=== design 1 ===
[src/rtl/uart_tx_mmio.sv]
// uart_tx_mmio: memory-mapped 8N1 UART transmitter with a byte FIFO and a STATUS register.
// Define UART_TX_PARITY_EN to insert an even-parity bit between DATA and STOP.
module uart_tx_mmio #(
    parameter logic [31:0] BASE_ADDR    = 32'h0040_0000,
    parameter int          CLKS_PER_BIT = 868,
    parameter int          FIFO_DEPTH   = 8
) (
    input  logic        clk,
    input  logic        rst,
    input  logic [31:0] mem_addr,
    input  logic [31:0] mem_wdata,
    input  logic [3:0]  mem_wstrb,
    input  logic        mem_rstrb,
    output logic [31:0] mem_rdata,
    output logic        sel,
    output logic        tx,
    output logic        busy
);
    localparam int AW = $clog2(FIFO_DEPTH);
    localparam int BW = $clog2(CLKS_PER_BIT);
    localparam logic [BW-1:0] BIT_LOAD = BW'(CLKS_PER_BIT - 1);
`ifdef UART_TX_PARITY_EN
    localparam logic PAR_EN = 1'b1;
`else
    localparam logic PAR_EN = 1'b0;
`endif
    typedef enum logic [2:0] {
        IDLE,
        START,
        DATA,
`ifdef UART_TX_PARITY_EN
        PARITY,
`endif
        STOP
    } state_t;
    state_t        state_q, state_d;
    logic [BW-1:0] cnt_q, cnt_d;
    logic [2:0]    bit_q, bit_d;
    logic [7:0]    shift_q, shift_d;
    logic [7:0]    fifo_q [FIFO_DEPTH];
    logic [AW-1:0] wr_ptr_q, rd_ptr_q;
    logic [AW:0]   count_q, count_d;
    logic          ovf_q, ovf_d;
    logic [31:0]   rdata_q, rdata_d;
    logic [31:0]   status;
    logic [7:0]    head;
    logic          full, empty, push, pop, wr_data, wr_status, bit_end;
    logic          unused_bits;
    assign sel       = mem_addr[31:3] == BASE_ADDR[31:3];
    assign wr_data   = sel & mem_wstrb[0] & ~mem_addr[2];
    assign wr_status = sel & mem_wstrb[0] & mem_addr[2];
    assign full      = count_q == (AW+1)'(FIFO_DEPTH);
    assign empty     = count_q == '0;
    assign push      = wr_data & ~full;
    assign head      = fifo_q[rd_ptr_q];
    assign bit_end   = cnt_q == '0;
    assign count_d   = count_q + (AW+1)'(push) - (AW+1)'(pop);
    assign ovf_d     = (wr_data & full) ? 1'b1 : (wr_status & mem_wdata[3]) ? 1'b0 : ovf_q;
    assign status    = (32'(count_q[AW-1:0]) << 8)
                     | {27'b0, PAR_EN, ovf_q, state_q != IDLE, empty, full};
    assign rdata_d   = (sel & mem_rstrb) ? (mem_addr[2] ? status : '0) : rdata_q;
    assign mem_rdata = rdata_q;
    assign busy      = (state_q != IDLE) | ~empty;
    assign unused_bits = ^{mem_addr[1:0], mem_wdata[31:8], mem_wstrb[3:1]};
    always_comb begin
        state_d = state_q;
        cnt_d   = bit_end ? cnt_q : cnt_q - BW'(1);
        bit_d   = bit_q;
        shift_d = shift_q;
        pop     = 1'b0;
        case (state_q)
            IDLE: if (!empty) begin
                pop     = 1'b1;
                state_d = START;
                cnt_d   = BIT_LOAD;
            end
            START: if (bit_end) begin
                state_d = DATA;
                cnt_d   = BIT_LOAD;
                bit_d   = 3'd0;
            end
            DATA: if (bit_end) begin
                shift_d = shift_q >> 1;
                bit_d   = bit_q + 3'd1;
                cnt_d   = BIT_LOAD;
`ifdef UART_TX_PARITY_EN
                if (bit_q == 3'd7) state_d = PARITY;
`else
                if (bit_q == 3'd7) state_d = STOP;
`endif
            end
`ifdef UART_TX_PARITY_EN
            PARITY: if (bit_end) begin
                state_d = STOP;
                cnt_d   = BIT_LOAD;
            end
`endif
            STOP: if (bit_end) begin
                // a queued byte chains straight into the next start bit
                pop     = ~empty;
                state_d = empty ? IDLE : START;
                cnt_d   = empty ? cnt_q : BIT_LOAD;
            end
            default: state_d = IDLE;
        endcase
        if (pop) shift_d = head;
    end
    always_ff @(posedge clk) begin
        if (push) fifo_q[wr_ptr_q] <= mem_wdata[7:0];
    end
    always_ff @(posedge clk or negedge rst) begin
        if (!rst) begin
            state_q  <= IDLE;
            cnt_q    <= '0;
            bit_q    <= '0;
            shift_q  <= '0;
            wr_ptr_q <= '0;
            rd_ptr_q <= '0;
            count_q  <= '0;
            ovf_q    <= 1'b0;
            rdata_q  <= '0;
        end else begin
            state_q  <= state_d;
            cnt_q    <= cnt_d;
            bit_q    <= bit_d;
            shift_q  <= shift_d;
            wr_ptr_q <= push ? wr_ptr_q + AW'(1) : wr_ptr_q;
            rd_ptr_q <= pop ? rd_ptr_q + AW'(1) : rd_ptr_q;
            count_q  <= count_d;
            ovf_q    <= ovf_d;
            rdata_q  <= rdata_d;
        end
    end
`ifdef UART_TX_PARITY_EN
    logic par_q;
    always_ff @(posedge clk or negedge rst) begin
        if (!rst) par_q <= 1'b0;
        else if (pop) par_q <= ^head;
    end
    assign tx = state_q == START  ? 1'b0 :
                state_q == DATA   ? shift_q[0] :
                state_q == PARITY ? par_q : 1'b1;
`else
    assign tx = state_q == START ? 1'b0 : state_q == DATA ? shift_q[0] : 1'b1;
`endif
endmodule

[config.mk]
export PLATFORM = sky130hd
export DESIGN_NAME = uart_tx_mmio
export DESIGN_NICKNAME = d
export VERILOG_FILES = /design/src/rtl/uart_tx_mmio.sv
export SDC_FILE = /design/constraint.sdc
export NUM_CORES = 1
export LEC_CHECK = 0
export CAP_MARGIN = 20
export CORE_MARGIN = 1
export CORE_UTILIZATION = 45
export DETAILED_ROUTE_END_ITERATION = 10
export PLACE_DENSITY = 0.78
export SYNTH_ARGS = -nofsm -noshare
export SYNTH_HDL_FRONTEND = slang
export SYNTH_SLANG_ARGS = --single-unit
export TNS_END_PERCENT = 5
[constraint.sdc]
create_clock -name clk -period 3.2 [get_ports clk]
set_input_delay 0.64 -clock clk [delete_from_list [all_inputs] [get_ports clk]]
set_output_delay 0.64 -clock clk [all_outputs]
set_load 0.005 [all_outputs]
=== design 2 ===
## config.mk

```make
export PLATFORM = sky130hd
export DESIGN_NAME = spi_arbiter
export DESIGN_NICKNAME = d
export VERILOG_FILES = /design/src/rtl/spi_arbiter.sv
export SDC_FILE = /design/constraint.sdc
export NUM_CORES = 1
export LEC_CHECK = 0
export CAP_MARGIN = 5
export CORE_MARGIN = 2
export CORE_UTILIZATION = 24
export CTS_CLUSTER_DIAMETER = 200
export DETAILED_ROUTE_END_ITERATION = 10
export PLACE_DENSITY_LB_ADDON = 0.05
export SETUP_SLACK_MARGIN = 0.02
export SLEW_MARGIN = 25
export SYNTH_ARGS = -nofsm -noshare
export SYNTH_HDL_FRONTEND = slang
export SYNTH_SLANG_ARGS = --single-unit
```

## constraint.sdc

```tcl
create_clock -name clk -period 3.7 [get_ports clk]
set_clock_uncertainty 0.05 [all_clocks]
set_input_delay 0.925 -clock clk [delete_from_list [all_inputs] [get_ports clk]]
set_output_delay 0.925 -clock clk [all_outputs]
set_load 0.005 [all_outputs]
```

## src/rtl/spi_arbiter.sv

```systemverilog
// Two-requester round-robin arbiter in front of a single SPI master.
// One transaction in flight at a time, with a watchdog and an enforced idle gap between transactions.
module spi_arbiter #(
    parameter int GAP_CYC     = 4,
    parameter int TIMEOUT_CYC = 2048
) (
    input  logic        clk,
    input  logic        rst,
    input  logic        req0,
    input  logic [15:0] cmd0,
    input  logic        req1,
    input  logic [15:0] cmd1,
    output logic        gnt0,
    output logic        gnt1,
    output logic        rdy0,
    output logic        rdy1,
    output logic [15:0] rsp_data,
    output logic        err,
    output logic        busy,
    output logic        wrt,
    output logic [15:0] cmd,
    input  logic        done,
    input  logic [15:0] rd_data
);
    typedef enum logic [2:0] {IDLE, ISSUE, WAIT, RESP, GAP} state_e;

    localparam logic [15:0] WD_LAST  = 16'(TIMEOUT_CYC - 1);
    localparam logic [15:0] GAP_LAST = 16'(GAP_CYC - 1);

    state_e      state_q;
    logic        ptr_q, owner_q, err_q;
    logic        gnt0_q, gnt1_q, rdy0_q, rdy1_q;
    logic [15:0] wd_q, gap_q, cmd_q, rsp_q;
    logic        pick1_d;

    // Requester 1 wins when it is alone, or when both ask and the pointer favours it.
    assign pick1_d = req1 & (~req0 | ptr_q);

    always_ff @(posedge clk) begin
        if (rst) begin
            state_q <= IDLE;
            ptr_q   <= 1'b0;
            owner_q <= 1'b0;
            err_q   <= 1'b0;
            gnt0_q  <= 1'b0;
            gnt1_q  <= 1'b0;
            rdy0_q  <= 1'b0;
            rdy1_q  <= 1'b0;
            wd_q    <= '0;
            gap_q   <= '0;
            cmd_q   <= '0;
            rsp_q   <= '0;
        end else begin
            gnt0_q <= 1'b0;
            gnt1_q <= 1'b0;
            rdy0_q <= 1'b0;
            rdy1_q <= 1'b0;
            case (state_q)
                IDLE: begin
                    if (req0 | req1) begin
                        owner_q <= pick1_d;
                        cmd_q   <= pick1_d ? cmd1 : cmd0;
                        gnt0_q  <= ~pick1_d;
                        gnt1_q  <= pick1_d;
                        state_q <= ISSUE;
                    end
                end
                ISSUE: begin
                    wd_q    <= '0;
                    state_q <= WAIT;
                end
                WAIT: begin
                    // done is checked first so it beats a coincident timeout.
                    if (done) begin
                        rsp_q   <= rd_data;
                        err_q   <= 1'b0;
                        rdy0_q  <= ~owner_q;
                        rdy1_q  <= owner_q;
                        state_q <= RESP;
                    end else if (wd_q == WD_LAST) begin
                        rsp_q   <= 16'hFFFF;
                        err_q   <= 1'b1;
                        rdy0_q  <= ~owner_q;
                        rdy1_q  <= owner_q;
                        state_q <= RESP;
                    end else begin
                        wd_q <= wd_q + 16'd1;
                    end
                end
                RESP: begin
                    ptr_q <= ~owner_q;
                    gap_q <= '0;
                    if (GAP_CYC > 0) state_q <= GAP;
                    else             state_q <= IDLE;
                end
                GAP: begin
                    if (gap_q == GAP_LAST) state_q <= IDLE;
                    else                   gap_q   <= gap_q + 16'd1;
                end
                default: state_q <= IDLE;
            endcase
        end
    end

    assign gnt0     = gnt0_q;
    assign gnt1     = gnt1_q;
    assign wrt      = gnt0_q | gnt1_q;
    assign rdy0     = rdy0_q;
    assign rdy1     = rdy1_q;
    assign rsp_data = rsp_q;
    assign err      = err_q;
    assign cmd      = cmd_q;
    assign busy     = (state_q != IDLE);

endmodule

```

=== design 3 ===
==> config.mk <==
export PLATFORM = sky130hd
export DESIGN_NAME = count_macro_sequencer
export DESIGN_NICKNAME = d
export VERILOG_FILES = /design/src/rtl/count_macro_sequencer.sv
export SDC_FILE = /design/constraint.sdc
export NUM_CORES = 1
export LEC_CHECK = 0
export ABC_CLOCK_PERIOD_IN_PS = 2900
export CORE_MARGIN = 2
export CORE_UTILIZATION = 50
export DETAILED_ROUTE_END_ITERATION = 8
export PLACE_DENSITY = 0.73
export SLEW_MARGIN = 20
export SYNTH_ARGS = -nofsm -noshare
export SYNTH_HDL_FRONTEND = slang
export SYNTH_SLANG_ARGS = --single-unit
==> constraint.sdc <==
create_clock -name clk -period 2.9 [get_ports clk]
set_clock_uncertainty 0.2 [all_clocks]
set_input_delay 0.29 -clock clk [delete_from_list [all_inputs] [get_ports clk]]
set_output_delay 0.29 -clock clk [all_outputs]
set_load 0.01 [all_outputs]
==> src/rtl/count_macro_sequencer.sv <==
// count_macro_sequencer
//   Bring-up controller for the 3.3 V 4-bit count macro. It generates the
//   macro's clock and active-low reset and counts the pulses it issues. It reads
//   the macro's count back through a 2-flop synchroniser and compares it with
//   the expected value after reset and after every pulse. It reports pass/fail,
//   a saturating error count and the first failing pulse index.
//
// Ports
//   clk, rst_n     system clock, asynchronous active-low reset
//   start          single-cycle run request (accepted in IDLE or DONE only)
//   abort          synchronous abort of a run in progress
//   pulse_count    number of macro clock pulses to issue
//   half_period    high/low time of each macro_clk phase in clk cycles (0 -> 1)
//   macro_count    count read back from the macro (asynchronous to clk)
//   macro_clk      clock to the macro, straight from a flop
//   macro_n_reset  active-low reset to the macro
//   busy, done     run in progress / one-cycle completion pulse
//   pass           last completed run had no mismatches
//   err_count      mismatches in current/last run, saturating at 255
//   fail_valid     at least one mismatch seen in this run
//   fail_idx       pulse index of first mismatch (0 = post-reset check)
//   last_count     most recent synchronised sample taken at a compare
module count_macro_sequencer #(
    parameter int NPULSE_W      = 8,
    parameter int DIV_W         = 8,
    parameter int RST_CYCLES    = 4,
    parameter int SETTLE_CYCLES = 3
) (
    input  logic                clk,
    input  logic                rst_n,
    input  logic                start,
    input  logic                abort,
    input  logic [NPULSE_W-1:0] pulse_count,
    input  logic [DIV_W-1:0]    half_period,
    input  logic [3:0]          macro_count,
    output logic                macro_clk,
    output logic                macro_n_reset,
    output logic                busy,
    output logic                done,
    output logic                pass,
    output logic [7:0]          err_count,
    output logic                fail_valid,
    output logic [NPULSE_W-1:0] fail_idx,
    output logic [3:0]          last_count
);

    // Phase timer must hold the longest of hp, RST_CYCLES and SETTLE_CYCLES.
    localparam int TMR_W = (DIV_W > 16) ? DIV_W : 16;

    typedef enum logic [2:0] {
        IDLE, RST, RSETTLE, HI, LO, SETTLE, FINISH, DONE
    } state_t;

    state_t              state_q, state_d;
    logic [TMR_W-1:0]    timer_q, timer_d;
    logic [NPULSE_W-1:0] npulse_q, npulse_d;
    logic [DIV_W-1:0]    hp_q, hp_d;
    logic [NPULSE_W-1:0] issued_q, issued_d;
    logic [3:0]          exp_q, exp_d;
    logic [3:0]          sync1_q, sync1_d;
    logic [3:0]          sync2_q, sync2_d;
    logic                macro_clk_q, macro_clk_d;
    logic                macro_n_reset_q, macro_n_reset_d;
    logic                pass_q, pass_d;
    logic [7:0]          err_count_q, err_count_d;
    logic                fail_valid_q, fail_valid_d;
    logic [NPULSE_W-1:0] fail_idx_q, fail_idx_d;
    logic [3:0]          last_count_q, last_count_d;

    logic                busy_w;
    logic                do_cmp;
    logic                enter_hi;
    logic [NPULSE_W-1:0] cmp_idx;

    assign busy_w = (state_q == RST) || (state_q == RSETTLE) || (state_q == HI) ||
                    (state_q == LO)  || (state_q == SETTLE);

    always_comb begin
        state_d         = state_q;
        timer_d         = (timer_q != '0) ? timer_q - TMR_W'(1) : timer_q;
        npulse_d        = npulse_q;
        hp_d            = hp_q;
        issued_d        = issued_q;
        exp_d           = exp_q;
        sync1_d         = macro_count;
        sync2_d         = sync1_q;
        pass_d          = pass_q;
        err_count_d     = err_count_q;
        fail_valid_d    = fail_valid_q;
        fail_idx_d      = fail_idx_q;
        last_count_d    = last_count_q;
        do_cmp          = 1'b0;
        enter_hi        = 1'b0;
        cmp_idx         = '0;

        case (state_q)
            IDLE, DONE: begin
                if (start) begin
                    state_d      = RST;
                    timer_d      = TMR_W'(RST_CYCLES - 1);
                    npulse_d     = pulse_count;
                    hp_d         = (half_period == '0) ? DIV_W'(1) : half_period;
                    issued_d     = '0;
                    exp_d        = '0;
                    pass_d       = 1'b0;
                    err_count_d  = '0;
                    fail_valid_d = 1'b0;
                    fail_idx_d   = '0;
                end
            end
            RST: begin
                if (timer_q == '0) begin
                    state_d = RSETTLE;
                    timer_d = TMR_W'(SETTLE_CYCLES - 1);
                end
            end
            RSETTLE: begin
                if (timer_q == '0) begin
                    do_cmp  = 1'b1;
                    cmp_idx = '0;
                    if (npulse_q == '0) state_d = FINISH;
                    else                enter_hi = 1'b1;
                end
            end
            HI: begin
                if (timer_q == '0) begin
                    state_d = LO;
                    timer_d = TMR_W'(hp_q) - TMR_W'(1);
                end
            end
            LO: begin
                if (timer_q == '0) begin
                    state_d = SETTLE;
                    timer_d = TMR_W'(SETTLE_CYCLES - 1);
                end
            end
            SETTLE: begin
                if (timer_q == '0) begin
                    do_cmp  = 1'b1;
                    cmp_idx = issued_q;
                    if (issued_q == npulse_q) state_d = FINISH;
                    else                      enter_hi = 1'b1;
                end
            end
            FINISH: state_d = DONE;
            default: state_d = IDLE;
        endcase

        // Expected value and pulse index advance together on each HI entry;
        // the compare that triggered this entry still sees the old exp_q.
        if (enter_hi) begin
            state_d  = HI;
            timer_d  = TMR_W'(hp_q) - TMR_W'(1);
            exp_d    = exp_q + 4'd1;
            issued_d = issued_q + NPULSE_W'(1);
        end

        // Abort wins over everything in a busy state, including a compare
        // landing in the same cycle, so the result fields stay as they were.
        if (abort && busy_w) begin
            state_d = IDLE;
            do_cmp  = 1'b0;
        end

        if (do_cmp) begin
            last_count_d = sync2_q;
            if (sync2_q != exp_q) begin
                if (err_count_q != 8'hFF) err_count_d = err_count_q + 8'd1;
                if (!fail_valid_q) begin
                    fail_valid_d = 1'b1;
                    fail_idx_d   = cmp_idx;
                end
            end
        end

        // Resolve pass on the way into FINISH so it is valid alongside done,
        // including a mismatch found by the final compare.
        if (state_d == FINISH)    pass_d = (err_count_d == 8'd0);
        else if (state_d == IDLE) pass_d = 1'b0;

        macro_clk_d     = (state_d == HI);
        macro_n_reset_d = !((state_d == IDLE) || (state_d == RST));
    end

    always_ff @(posedge clk or negedge rst_n) begin
        if (!rst_n) begin
            state_q         <= IDLE;
            timer_q         <= '0;
            npulse_q        <= '0;
            hp_q            <= '0;
            issued_q        <= '0;
            exp_q           <= '0;
            sync1_q         <= '0;
            sync2_q         <= '0;
            macro_clk_q     <= 1'b0;
            macro_n_reset_q <= 1'b0;
            pass_q          <= 1'b0;
            err_count_q     <= '0;
            fail_valid_q    <= 1'b0;
            fail_idx_q      <= '0;
            last_count_q    <= '0;
        end else begin
            state_q         <= state_d;
            timer_q         <= timer_d;
            npulse_q        <= npulse_d;
            hp_q            <= hp_d;
            issued_q        <= issued_d;
            exp_q           <= exp_d;
            sync1_q         <= sync1_d;
            sync2_q         <= sync2_d;
            macro_clk_q     <= macro_clk_d;
            macro_n_reset_q <= macro_n_reset_d;
            pass_q          <= pass_d;
            err_count_q     <= err_count_d;
            fail_valid_q    <= fail_valid_d;
            fail_idx_q      <= fail_idx_d;
            last_count_q    <= last_count_d;
        end
    end

    assign macro_clk     = macro_clk_q;
    assign macro_n_reset = macro_n_reset_q;
    assign busy          = busy_w;
    assign done          = (state_q == FINISH);
    assign pass          = pass_q;
    assign err_count     = err_count_q;
    assign fail_valid    = fail_valid_q;
    assign fail_idx      = fail_idx_q;
    assign last_count    = last_count_q;

endmodule


==> screenshots <==
Clock routing.
picture 1
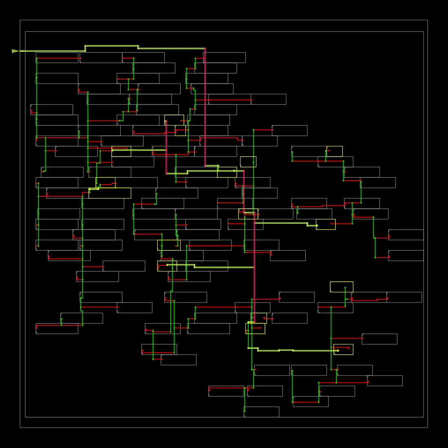
picture 2
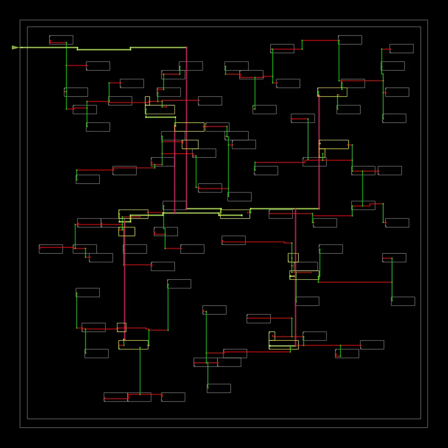
picture 3
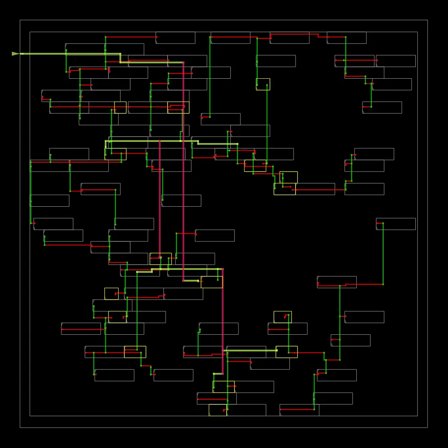
Picture 2 comes from design 2.
Picture 1 comes from design 1.
Picture 3 comes from design 3.

### M1 wires, design 1

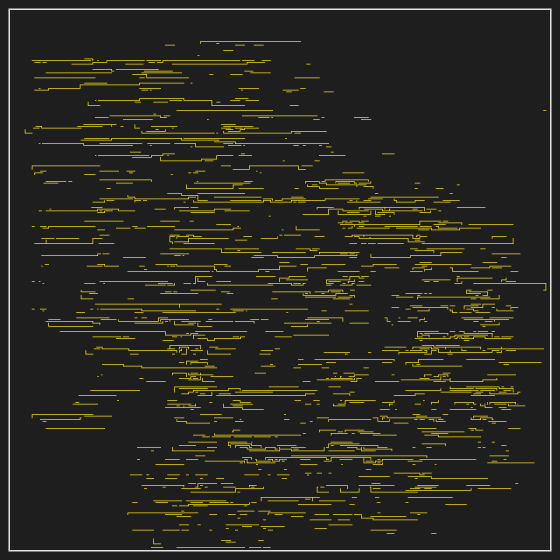
main direction: horizontal
nets with wire on the layer: 416
share of all routed wire: 42%
longest straight run: 26.7 µm
GR Layer Usage met1: 0.200
vias post-DR: 2928
final wirelength: 8780 µm

==> reports/summary.txt, design 1 <==
Status: completed
Hold slack: 0.405 ns
H-tree depth: 3
Yosys chip area: 4900 µm²
RR Startpoint: cnt_q[0]
Largest register by flop count: fifo_q
P_seq: 0.00144 W
CTS resizes: 0
Gate power share: 0.034
Non-clk invs: 25
Row count: 37
Main area contributors: edfxtp_1, dfrtp_1, mux4_2
Peak supply drop: 0.000346 V
Total track usage: 0.169
Placed Cells incl. Taps: 543
Die x size: 106 µm
Fin crit period: 3.03 ns
Initial antenna violation count: 0
Synth Instances: 355
Root Driver: clkbuf_8
Buffer share of cell area: 0.106
Max-area cell class: registers
Number of flip-flops in the largest register: 64
Total negative slack: 0 ns
Clk tree area frac: 0.0396
CTS tree: yes
## design 1: logic make-up after synthesis
logic type                 synth area share
muxes                                 0.112
AOI/OAI and AO/OA                    0.0585
adders and majority gates            0.0475
other                              0.000765
DFF                                   0.601
buffers and inverters                0.0704
xor gates and xnor gates             0.0197
and+or+nand+nor                      0.0904
## design 1: worst max-delay path by stage
stage                     slack, ns  depth (start not counted)    endpoint
after floorplan                0.49                         10  count_q[2]
after global placement        -0.01                         11  count_q[2]
after detailed placement      -0.07                         11  count_q[2]
after CTS                      0.15                          5         sel
after global routing           0.03                          5         sel
final                          0.17                          5         sel
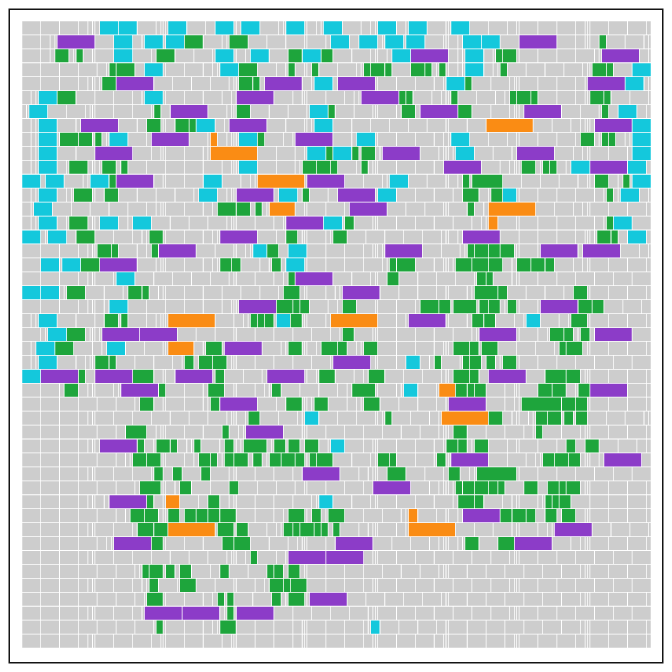
*Placement by cell class, design 2*
Fill, decap, tap and diode cells in grey.
| colour | class | cells | share of their area |
|---|---|---|---|
| orange | clock drivers and dummy loads | 16 | 5.9% |
| cyan | other buffers and delay cells | 100 | 20% |
| purple | flops | 74 | 31% |
| green | combinational and other logic | 316 | 43% |
CORE AREA: 15000 µm²
Design Area, Final: 5000 µm²
sequential cell area share: 0.296
row count: 45
fin util: 0.333

==> reports/summary.txt, design 2 <==
Clock group: 0.000849 W
Clk tree area frac: 0.0565
Status: completed
Met2 GRT Util: 0.227
Most numerous logic cell after layout: clkdlybuf4s50_1
Cell Pwr Density: 436 nW/µm²
Crit. End Element: output port
Hold wc startpoint: rsp_data[4]
Top routing layer in use: met4
Total CTS buffers: 9
Critical path capture point: busy
Hold crit path type: flip-flop to flip-flop
Synth async-reset ratio: 0
Hold Path End: rsp_data[4]
Port Buffers: 91
Filler Cells Inserted: 1592
Critical Path RT: 2.72 ns
Largest net degree at the start of global routing: 47
Comb group: 0.000429 W
Reg2reg setup slack: 1.45 ns
Largest area contributor in the netlist: dfxtp_1
EDFF count, synth: 0
Signal buffers: 100
Initial DRC Count: 192
Drt pass-1 iters: 4
## design 2: critical path: cells and delay by family (launching register included)
family                 cells  cell delay, ns
flip-flops                 1            0.41
buffers and inverters      1            0.50
AND/OR/NAND/NOR            1            0.47
## design 2: metrics by stage
stage	total power (W)	setup WS, ns	hold slack, ns	std cells
floorplan	0.00112	1.48	0.379	421
global placement	0.00136	1.04	0.391	678
detailed placement	0.00136	0.996	0.393	678
CTS	0.00222	0.960	0.405	694
global route	0.00230	0.895	0.418	694
finish	0.00218	0.997	0.399	694
### Routed metal per tile, design 3

The bar under the picture is 20 µm long. 19 x 19 tiles, from dark blue (low) to red (high), scaled to the fullest tile. Values are wire area over tile area, all layers added.
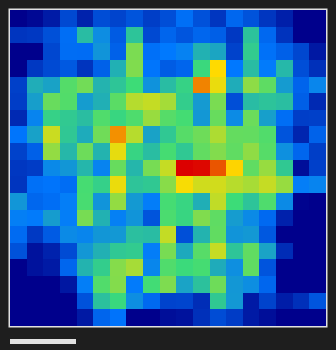
nearly empty tiles: 11%
densest ninth of the die: middle
tiles over half the peak: 24%
fullest tile: 0.51
mean over tiles: 0.16
routed length per instance: 15.3 µm
final wirelength: 9440 µm
total track usage: 0.227
vias post-DR: 3445

==> reports/summary.txt, design 3 <==
Status: completed
Signal buffers: 65
MI comb area: 2100 µm²
Total negative slack: 0 ns
Syn avg cell area: 9.38 µm²
Largest register by flop count: timer_q
Peak supply drop: 0.000340 V
Area post-placement: 4830 µm²
Area Overhead vs Synth: 21.4%
CP Class: flip-flop to flip-flop
Die area: 9080 µm²
Buffer share of cell area: 0.122
Fin crit period: 2.66 ns
EDFF count, synth: 0
Flop pwr share: 0.400
Drt pass-1 iters: 4
P_int: 0.00234 W
Number of flip-flops in the largest register: 16
Tap Count: 105
Sequential cell area: 1980 µm²
Drt drc: 0
CTS resizes: 1
-- design 3: worst max-delay path by stage --
| stage | from | end | cells past startpoint |
|---|---|---|---|
| global route | timer_q[0] | timer_q[0] | 12 |
| floorplan | timer_q[0] | timer_q[0] | 13 |
| global placement | timer_q[6] | timer_q[0] | 10 |
| CTS | timer_q[0] | issued_q[7] | 9 |
| detailed placement | timer_q[0] | timer_q[0] | 12 |
| finish | issued_q[1] | timer_q[15] | 8 |
-- design 3: routing by layer --
metal  global-route usage  up-vias
met1                0.312     1649
met3               0.0474        7
li1                     -     1712
met2                0.364       77
met5                    0        -
met4               0.0652        0

=== design 4 ===
### M3 wires, design 4

The bar under the picture is 10 µm long.
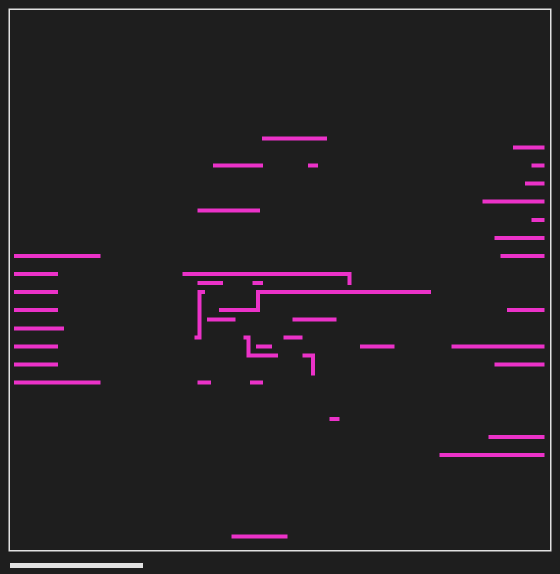

**src/rtl/mc_ctrl.sv**
```systemverilog
// -----------------------------------------------------------------------------
// mc_ctrl -- multicycle processor control FSM (Moore-style datapath controls)
//
// Walks each instruction through FETCH/DECODE and then through the execute and
// write-back steps for its opcode. Memory-touching states (FETCH, MEMRD, MEMWR)
// stall until mem_ready is high. All outputs are decoded from the current
// state. The only exception is the FETCH ir_write/pc_write pair, which is also
// qualified by mem_ready.
//
// Ports
//   clk            in   system clock, rising edge
//   rst_n          in   asynchronous active-low reset; forces FETCH, outputs 0
//   opcode[5:0]    in   instruction[31:26] from the IR, stable outside FETCH
//   mem_ready      in   memory access completes this cycle
//   pc_write, pc_write_cond, i_or_d, mem_read, mem_write, ir_write,
//   mem_to_reg, reg_dst, reg_write, alu_src_a
//                  out  single-bit datapath controls
//   alu_src_b[1:0], alu_op[1:0], pc_source[1:0]
//                  out  mux selects (alu_op: 00 add, 01 sub, 10 funct)
//   illegal_op     out  high in DECODE when the opcode is unsupported
//   state[3:0]     out  current state code, for debug
// -----------------------------------------------------------------------------
module mc_ctrl (
    input  logic       clk,
    input  logic       rst_n,
    input  logic [5:0] opcode,
    input  logic       mem_ready,
    output logic       pc_write,
    output logic       pc_write_cond,
    output logic       i_or_d,
    output logic       mem_read,
    output logic       mem_write,
    output logic       ir_write,
    output logic       mem_to_reg,
    output logic       reg_dst,
    output logic       reg_write,
    output logic       alu_src_a,
    output logic [1:0] alu_src_b,
    output logic [1:0] alu_op,
    output logic [1:0] pc_source,
    output logic       illegal_op,
    output logic [3:0] state
);

    typedef enum logic [3:0] {
        FETCH  = 4'd0,
        DECODE = 4'd1,
        MEMADR = 4'd2,
        MEMRD  = 4'd3,
        MEMWB  = 4'd4,
        MEMWR  = 4'd5,
        EXEC   = 4'd6,
        ALUWB  = 4'd7,
        BRANCH = 4'd8,
        JUMP   = 4'd9,
        ADDIEX = 4'd10,
        ADDIWB = 4'd11
    } state_e;

    localparam logic [5:0] OP_RTYPE = 6'b000000;
    localparam logic [5:0] OP_LW    = 6'b100011;
    localparam logic [5:0] OP_SW    = 6'b101011;
    localparam logic [5:0] OP_BEQ   = 6'b000100;
    localparam logic [5:0] OP_J     = 6'b000010;
    localparam logic [5:0] OP_ADDI  = 6'b001000;

    state_e state_q, state_d;

    // NOTE: state register uses non-blocking assignment and an asynchronous
    // reset so that the FSM is in FETCH the moment rst_n falls.
    always_ff @(posedge clk or negedge rst_n) begin
        if (!rst_n) begin
            state_q <= FETCH;
        end else begin
            state_q <= state_d;
        end
    end

    // Next-state logic.
    // NOTE: state_d gets a default before the case so no path leaves it
    // unassigned, which would otherwise infer a latch.
    always_comb begin
        state_d = state_q;
        case (state_q)
            FETCH:  if (mem_ready) state_d = DECODE;
            DECODE: begin
                case (opcode)
                    OP_LW, OP_SW: state_d = MEMADR;
                    OP_RTYPE:     state_d = EXEC;
                    OP_BEQ:       state_d = BRANCH;
                    OP_J:         state_d = JUMP;
                    OP_ADDI:      state_d = ADDIEX;
                    default:      state_d = FETCH;
                endcase
            end
            // Only lw and sw reach MEMADR, so anything other than sw is a load.
            MEMADR: state_d = (opcode == OP_SW) ? MEMWR : MEMRD;
            MEMRD:  if (mem_ready) state_d = MEMWB;
            MEMWR:  if (mem_ready) state_d = FETCH;
            EXEC:   state_d = ALUWB;
            ADDIEX: state_d = ADDIWB;
            MEMWB, ALUWB, ADDIWB, BRANCH, JUMP: state_d = FETCH;
            // Unused codes 12-15 recover to FETCH.
            default: state_d = FETCH;
        endcase
    end

    // Output decode. During reset everything is held low, independent of clk,
    // even though the state register already reads FETCH.
    always_comb begin
        pc_write      = 1'b0;
        pc_write_cond = 1'b0;
        i_or_d        = 1'b0;
        mem_read      = 1'b0;
        mem_write     = 1'b0;
        ir_write      = 1'b0;
        mem_to_reg    = 1'b0;
        reg_dst       = 1'b0;
        reg_write     = 1'b0;
        alu_src_a     = 1'b0;
        alu_src_b     = 2'b00;
        alu_op        = 2'b00;
        pc_source     = 2'b00;
        illegal_op    = 1'b0;
        if (rst_n) begin
            case (state_q)
                FETCH: begin
                    mem_read  = 1'b1;
                    alu_src_b = 2'b01;
                    // Latch the instruction and bump the PC only on the
                    // cycle the memory actually returns data.
                    ir_write  = mem_ready;
                    pc_write  = mem_ready;
                end
                DECODE: begin
                    alu_src_b = 2'b11;
                    case (opcode)
                        OP_RTYPE, OP_LW, OP_SW, OP_BEQ, OP_J, OP_ADDI:
                            illegal_op = 1'b0;
                        default:
                            illegal_op = 1'b1;
                    endcase
                end
                MEMADR, ADDIEX: begin
                    alu_src_a = 1'b1;
                    alu_src_b = 2'b10;
                end
                MEMRD: begin
                    mem_read = 1'b1;
                    i_or_d   = 1'b1;
                end
                MEMWR: begin
                    mem_write = 1'b1;
                    i_or_d    = 1'b1;
                end
                MEMWB: begin
                    reg_write  = 1'b1;
                    mem_to_reg = 1'b1;
                end
                ADDIWB: reg_write = 1'b1;
                ALUWB: begin
                    reg_write = 1'b1;
                    reg_dst   = 1'b1;
                end
                EXEC: begin
                    alu_src_a = 1'b1;
                    alu_op    = 2'b10;
                end
                BRANCH: begin
                    alu_src_a     = 1'b1;
                    alu_op        = 2'b01;
                    pc_write_cond = 1'b1;
                    pc_source     = 2'b01;
                end
                JUMP: begin
                    pc_write  = 1'b1;
                    pc_source = 2'b10;
                end
                default: ;
            endcase
        end
    end

    assign state = state_q;

endmodule

```
**config.mk**
```make
export PLATFORM = sky130hd
export DESIGN_NAME = mc_ctrl
export DESIGN_NICKNAME = d
export VERILOG_FILES = /design/src/rtl/mc_ctrl.sv
export SDC_FILE = /design/constraint.sdc
export NUM_CORES = 1
export LEC_CHECK = 0
export ABC_CLOCK_PERIOD_IN_PS = 4890
export CAP_MARGIN = 5
export CORE_MARGIN = 2
export CORE_UTILIZATION = 43
export CTS_BUF_LIST = sky130_fd_sc_hd__clkbuf_8
export CTS_CLUSTER_DIAMETER = 200
export DETAILED_ROUTE_END_ITERATION = 16
export GPL_TIMING_DRIVEN = 0
export PLACE_DENSITY = 0.94
export SYNTH_ARGS = -nofsm -noshare
export SYNTH_HDL_FRONTEND = slang
export SYNTH_SLANG_ARGS = --single-unit
```
**constraint.sdc**
```tcl
create_clock -name clk -period 4.89 [get_ports clk]
set_clock_uncertainty 0.05 [all_clocks]
set_input_delay 0.978 -clock clk [delete_from_list [all_inputs] [get_ports clk]]
set_output_delay 0.978 -clock clk [all_outputs]
set_load 0.01 [all_outputs]
```
=== design 5 ===
<file path="config.mk">
export PLATFORM = sky130hd
export DESIGN_NAME = mips_muldiv_unit
export DESIGN_NICKNAME = d
export VERILOG_FILES = /design/src/rtl/mips_muldiv_unit.sv
export SDC_FILE = /design/constraint.sdc
export NUM_CORES = 1
export LEC_CHECK = 0
export CAP_MARGIN = 20
export CELL_PAD_IN_SITES_DETAIL_PLACEMENT = 0
export CELL_PAD_IN_SITES_GLOBAL_PLACEMENT = 1
export CORE_ASPECT_RATIO = 1.75
export CORE_UTILIZATION = 49
export CTS_BUF_LIST = sky130_fd_sc_hd__clkbuf_8
export CTS_CLUSTER_SIZE = 16
export DETAILED_ROUTE_END_ITERATION = 10
export PLACE_DENSITY = 0.95
export SLEW_MARGIN = 20
export SYNTH_ARGS = -nofsm -noshare
export SYNTH_HDL_FRONTEND = slang
export SYNTH_SLANG_ARGS = --single-unit
</file>
<file path="constraint.sdc">
create_clock -name clk -period 8.51 [get_ports clk]
set_input_delay 2.1275 -clock clk [delete_from_list [all_inputs] [get_ports clk]]
set_output_delay 2.1275 -clock clk [all_outputs]
set_load 0.03 [all_outputs]
</file>
<file path="src/rtl/mips_muldiv_unit.sv">
// Iterative MIPS multiply/divide unit with HI/LO registers.
// Shift-add multiply and restoring divide on magnitudes, with sign fix-up in a final cycle.
module mips_muldiv_unit #(
    parameter int WIDTH = 32
) (
    input  logic             clk,
    input  logic             rst_n,
    input  logic             start,
    input  logic [2:0]       op,
    input  logic [WIDTH-1:0] rs_data,
    input  logic [WIDTH-1:0] rt_data,
    input  logic             abort,
    output logic             busy,
    output logic             done,
    output logic             div_by_zero,
    output logic [WIDTH-1:0] hi,
    output logic [WIDTH-1:0] lo
);

    localparam int CW = $clog2(WIDTH);

    typedef enum logic [2:0] {IDLE, MUL, DIV, FIXUP, DONE} state_t;

    state_t             state;
    state_t             next_state;
    logic [CW-1:0]      count;
    logic [2*WIDTH-1:0] acc;
    logic [WIDTH-1:0]   opb;
    logic [WIDTH:0]     rem;
    logic               neg_result;
    logic               neg_rem;
    logic               is_div;
    logic               zero_div;

    logic               start_mul;
    logic               start_div;
    logic               a_neg;
    logic               b_neg;
    logic [WIDTH-1:0]   a_mag;
    logic [WIDTH-1:0]   b_mag;
    logic               last_step;
    logic [WIDTH:0]     mul_sum;
    logic [WIDTH+1:0]   div_trial;
    logic               div_ge;
    logic [WIDTH:0]     div_diff;
    logic [2*WIDTH-1:0] prod_fix;
    logic [WIDTH-1:0]   quot_fix;
    logic [WIDTH-1:0]   rem_fix;

    assign start_mul = start && (op[2:1] == 2'b00);
    assign start_div = start && (op[2:1] == 2'b01);
    assign a_neg     = !op[0] && rs_data[WIDTH-1];
    assign b_neg     = !op[0] && rt_data[WIDTH-1];
    assign a_mag     = a_neg ? -rs_data : rs_data;
    assign b_mag     = b_neg ? -rt_data : rt_data;
    assign last_step = (count == CW'(WIDTH - 1));

    // Multiply: acc = {partial product, remaining multiplier bits}.
    assign mul_sum   = {1'b0, acc[2*WIDTH-1:WIDTH]} + {1'b0, (acc[0] ? opb : {WIDTH{1'b0}})};
    // Divide: dividend bits shift out of acc's low half while quotient bits shift in.
    assign div_trial = {rem, acc[WIDTH-1]};
    assign div_ge    = (div_trial >= {2'b00, opb});
    assign div_diff  = div_trial[WIDTH:0] - {1'b0, opb};

    assign prod_fix  = neg_result ? -acc : acc;
    assign quot_fix  = zero_div ? {WIDTH{1'b1}} : (neg_result ? -acc[WIDTH-1:0] : acc[WIDTH-1:0]);
    assign rem_fix   = neg_rem ? -rem[WIDTH-1:0] : rem[WIDTH-1:0];

    always_ff @(posedge clk or negedge rst_n) begin
        if (!rst_n) state <= IDLE;
        else        state <= next_state;
    end

    always_comb begin
        next_state = state;
        case (state)
            IDLE: begin
                if (start_mul)      next_state = MUL;
                else if (start_div) next_state = DIV;
            end
            MUL, DIV: begin
                if (abort)          next_state = IDLE;
                else if (last_step) next_state = FIXUP;
            end
            FIXUP:   next_state = abort ? IDLE : DONE;
            DONE:    next_state = IDLE;
            default: next_state = IDLE;
        endcase
    end

    always_comb begin
        busy        = (state == MUL) || (state == DIV) || (state == FIXUP);
        done        = (state == DONE);
        div_by_zero = (state == DONE) && zero_div;
    end

    always_ff @(posedge clk or negedge rst_n) begin
        if (!rst_n) begin
            count      <= '0;
            acc        <= '0;
            opb        <= '0;
            rem        <= '0;
            neg_result <= 1'b0;
            neg_rem    <= 1'b0;
            is_div     <= 1'b0;
            zero_div   <= 1'b0;
            hi         <= '0;
            lo         <= '0;
        end else begin
            case (state)
                IDLE: begin
                    if (start_mul || start_div) begin
                        count      <= '0;
                        acc        <= {{WIDTH{1'b0}}, (start_mul ? b_mag : a_mag)};
                        opb        <= start_mul ? a_mag : b_mag;
                        rem        <= '0;
                        neg_result <= a_neg ^ b_neg;
                        neg_rem    <= a_neg;
                        is_div     <= start_div;
                        zero_div   <= start_div && (rt_data == '0);
                    end else if (start && op == 3'b100) begin
                        hi <= rs_data;
                    end else if (start && op == 3'b101) begin
                        lo <= rs_data;
                    end
                end
                MUL: begin
                    acc   <= {mul_sum, acc[WIDTH-1:1]};
                    count <= count + 1'b1;
                end
                DIV: begin
                    rem            <= div_ge ? div_diff : div_trial[WIDTH:0];
                    acc[WIDTH-1:0] <= {acc[WIDTH-2:0], div_ge};
                    count          <= count + 1'b1;
                end
                FIXUP: begin
                    if (!abort) begin
                        if (is_div) begin
                            lo <= quot_fix;
                            hi <= rem_fix;
                        end else begin
                            hi <= prod_fix[2*WIDTH-1:WIDTH];
                            lo <= prod_fix[WIDTH-1:0];
                        end
                    end
                end
                default: ;
            endcase
        end
    end

endmodule

</file>
### Placement by cell class, design 4

Fill, decap, tap and diode cells in grey.
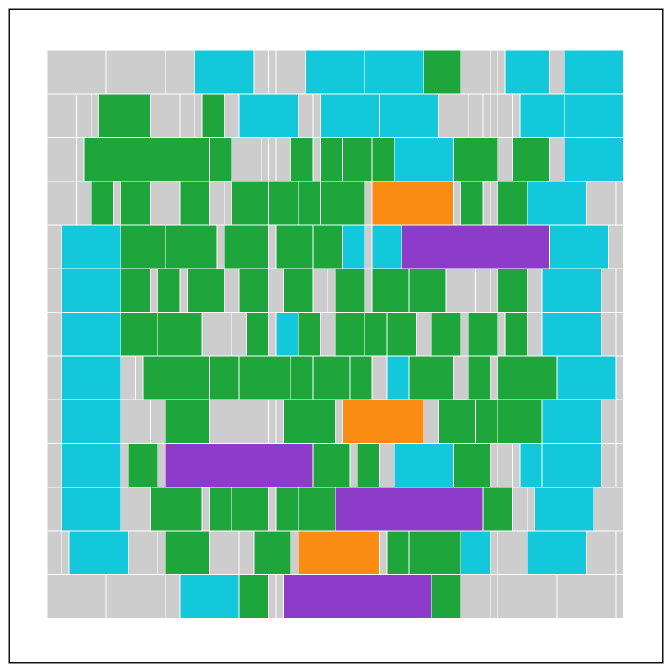
| colour | class | cells | share of their area |
|---|---|---|---|
| orange | clock drivers | 3 | 4.6% |
| green | combinational and other logic | 74 | 48% |
| cyan | other buffers and delay cells | 37 | 36% |
| purple | flops | 4 | 11% |
fin util: 0.730
row count: 13
CORE AREA: 1270 µm²
sequential cell area share: 0.108
Design Area, Final: 926 µm²

About 'M3 wires' of design 4:
main direction: horizontal
nets with wire on the layer: 33

==> reports/summary.txt, design 4 <==
Status: completed
Syn avg cell area: 6.69 µm²
Total negative slack: 0 ns
Largest type area fraction: 0.174
Starting Density: 0.454
Layout cells sized above 1: 0.0847
Mi-comb count: 72
Non-clk invs: 2
Net Sw Frac: 0.441
RR Startpoint: state[0]
Critical path capture point: illegal_op
Yosys top cell by instances: nor2_1
Total track usage: 0.263
Power, Total: 0.000368 W
Signal buffers: 37
Drt pass-1 iters: 5
GR peak layer: met2
Fin. max-slew vios: 0
DP HPWL: 1300 µm
Yosys warning tally: 0
Critical Path RT: 3.86 ns
Comb group: 0.000245 W
Buffer share of cell area: 0.357
Die area: 1650 µm²
Vias post-DR: 803
Number of flip-flops in the largest register: 4
CP cell instances: clkdlybuf4s50_1 -> or3_1 -> or4_1 -> o21ai_0 -> nor4b_1 -> clkdlybuf4s50_1
## design 4: kinds of logic after synthesis
group,after synthesis,share of synthesized area
buffers and inverters,10,0.0826
XOR/XNOR,2,0.0304
AND/OR/NAND/NOR,51,0.509
flip-flops,4,0.174
AND-OR/OR-AND,19,0.204
## design 4: worst reg2reg max path: stages (launching register included)
cell       delay [ns]
dfrtp_1          0.34
clkbuf_1         0.31
nor2b_1          0.25
nand2_1          0.10
a2111oi_0        0.37
or3_1            0.16
## design 4: per-layer routing
layer / wire, µm / vias to the layer above
li1: - / 378
met1: 700 / 361
met2: 943 / 52
met3: 138 / 12
met4: 65 / 0
met5: 0 / -
### M3 wires, design 5

The bar under the picture is 50 µm long.
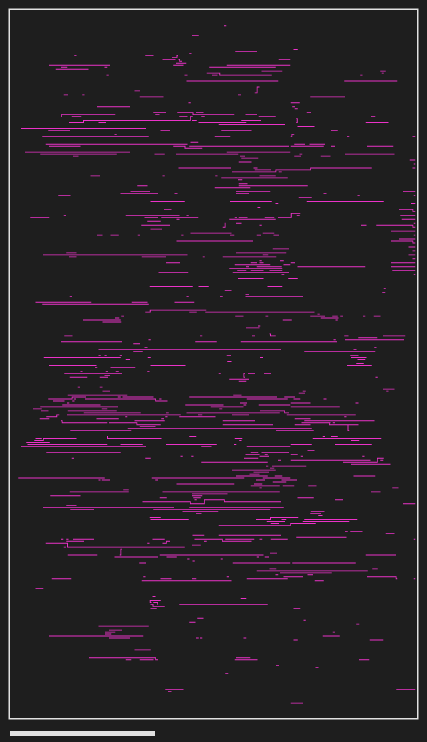
nets with wire on the layer: 301
main direction: horizontal

==> reports/summary.txt, design 5 <==
Status: completed
Adder Area Share: 0.0560
Gate power share: 0.635
GR peak layer: met2
CP dominant cell by count: o21a_1
Fin util: 0.571
GR Layer Usage met1: 0.400
Final ANT Viol Nets: 0
Latency at later pin: 0.57 ns
Hold crit path type: flip-flop to flip-flop
Syn nets: 2243
Area post-placement: 17900 µm²
Largest net degree at the start of global routing: 115
Synth unique cells: 70
CORE AREA: 32900 µm²
Slew headroom: 0.199
CP cell instances: clkdlybuf4s50_1 -> inv_1 -> ha_1 -> or3b_2 -> nor4_1 -> a21o_1 -> o21a_1 -> o21ai_0 -> xor2_1 -> a222oi_1 -> o211ai_1 -> o21a_1
Die area: 34200 µm²
Most used flip-flop cell: dfrtp_1
# nets final: 2308
Leak pwr: 7.71 nW
Number of flip-flops in the largest register: 64
## design 5: final timing paths
check | start | endpoint | slack [ns]
worst max-delay path | rs_data[0] | acc[26] | 3.56
worst min-delay path | lo[7] | lo[7] | 0.48
worst max register to register | acc[31] | rem[19] | 3.72
worst min register to register | lo[7] | lo[7] | 0.48
max in group asynchronous | rst_n | acc[50] | 5.55
min in group asynchronous | rst_n | count[3] | 1.71
## design 5: area by class of cell
type                    instances  area (µm²)
clock inverters                13         135
flip-flops and latches        205        5130
repair buffers                158        1550
multi-input cells            1701       10600
fillers                      3103       14100
well taps                     405         507
diodes                          1        2.50
clock buffers                  49         674
inverters                      63         236


==> layout pictures side by side <==
Routed metal per tile.
image #1
The bar under the picture is 50 µm long. 25 x 25 tiles, from dark blue (low) to red (high), scaled to the fullest tile. Values are wire area over tile area, all layers added.
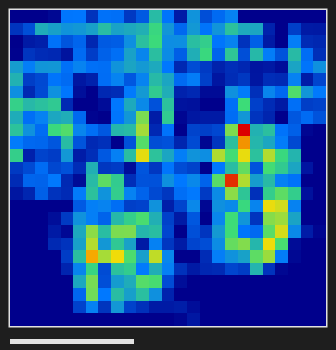
image #2
The bar under the picture is 20 µm long. 21 x 21 tiles, from dark blue (low) to red (high), scaled to the fullest tile. Values are wire area over tile area, all layers added.
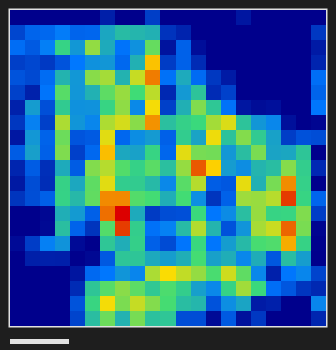
image #3
The bar under the picture is 10 µm long. 8 x 8 tiles, from dark blue (low) to red (high), scaled to the fullest tile. Values are wire area over tile area, all layers added.
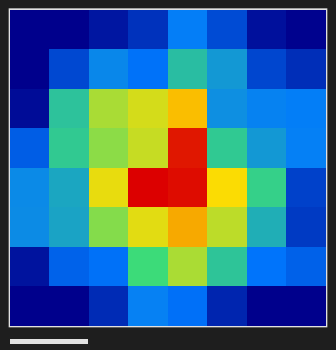
image #4
The bar under the picture is 50 µm long. 14 x 24 tiles, from dark blue (low) to red (high), scaled to the fullest tile. Values are wire area over tile area, all layers added.
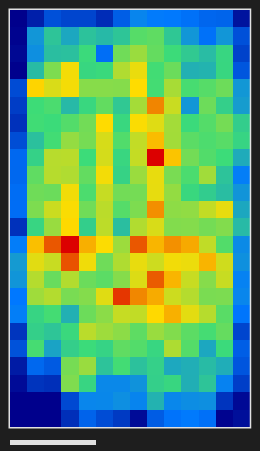
Of these, largest die: image #4
Of these, smallest die: image #3
Image #3 comes from design 4.
Image #2 comes from design 1.
Image #1 comes from design 2.
Image #4 comes from design 5.

Key to image #4:
densest ninth of the die: middle
fullest tile: 0.73
mean over tiles: 0.35
nearly empty tiles: 3.6%
tiles over half the peak: 52%
emptiest ninth of the die: bottom left

Power is estimated from default activity; no workload was simulated.
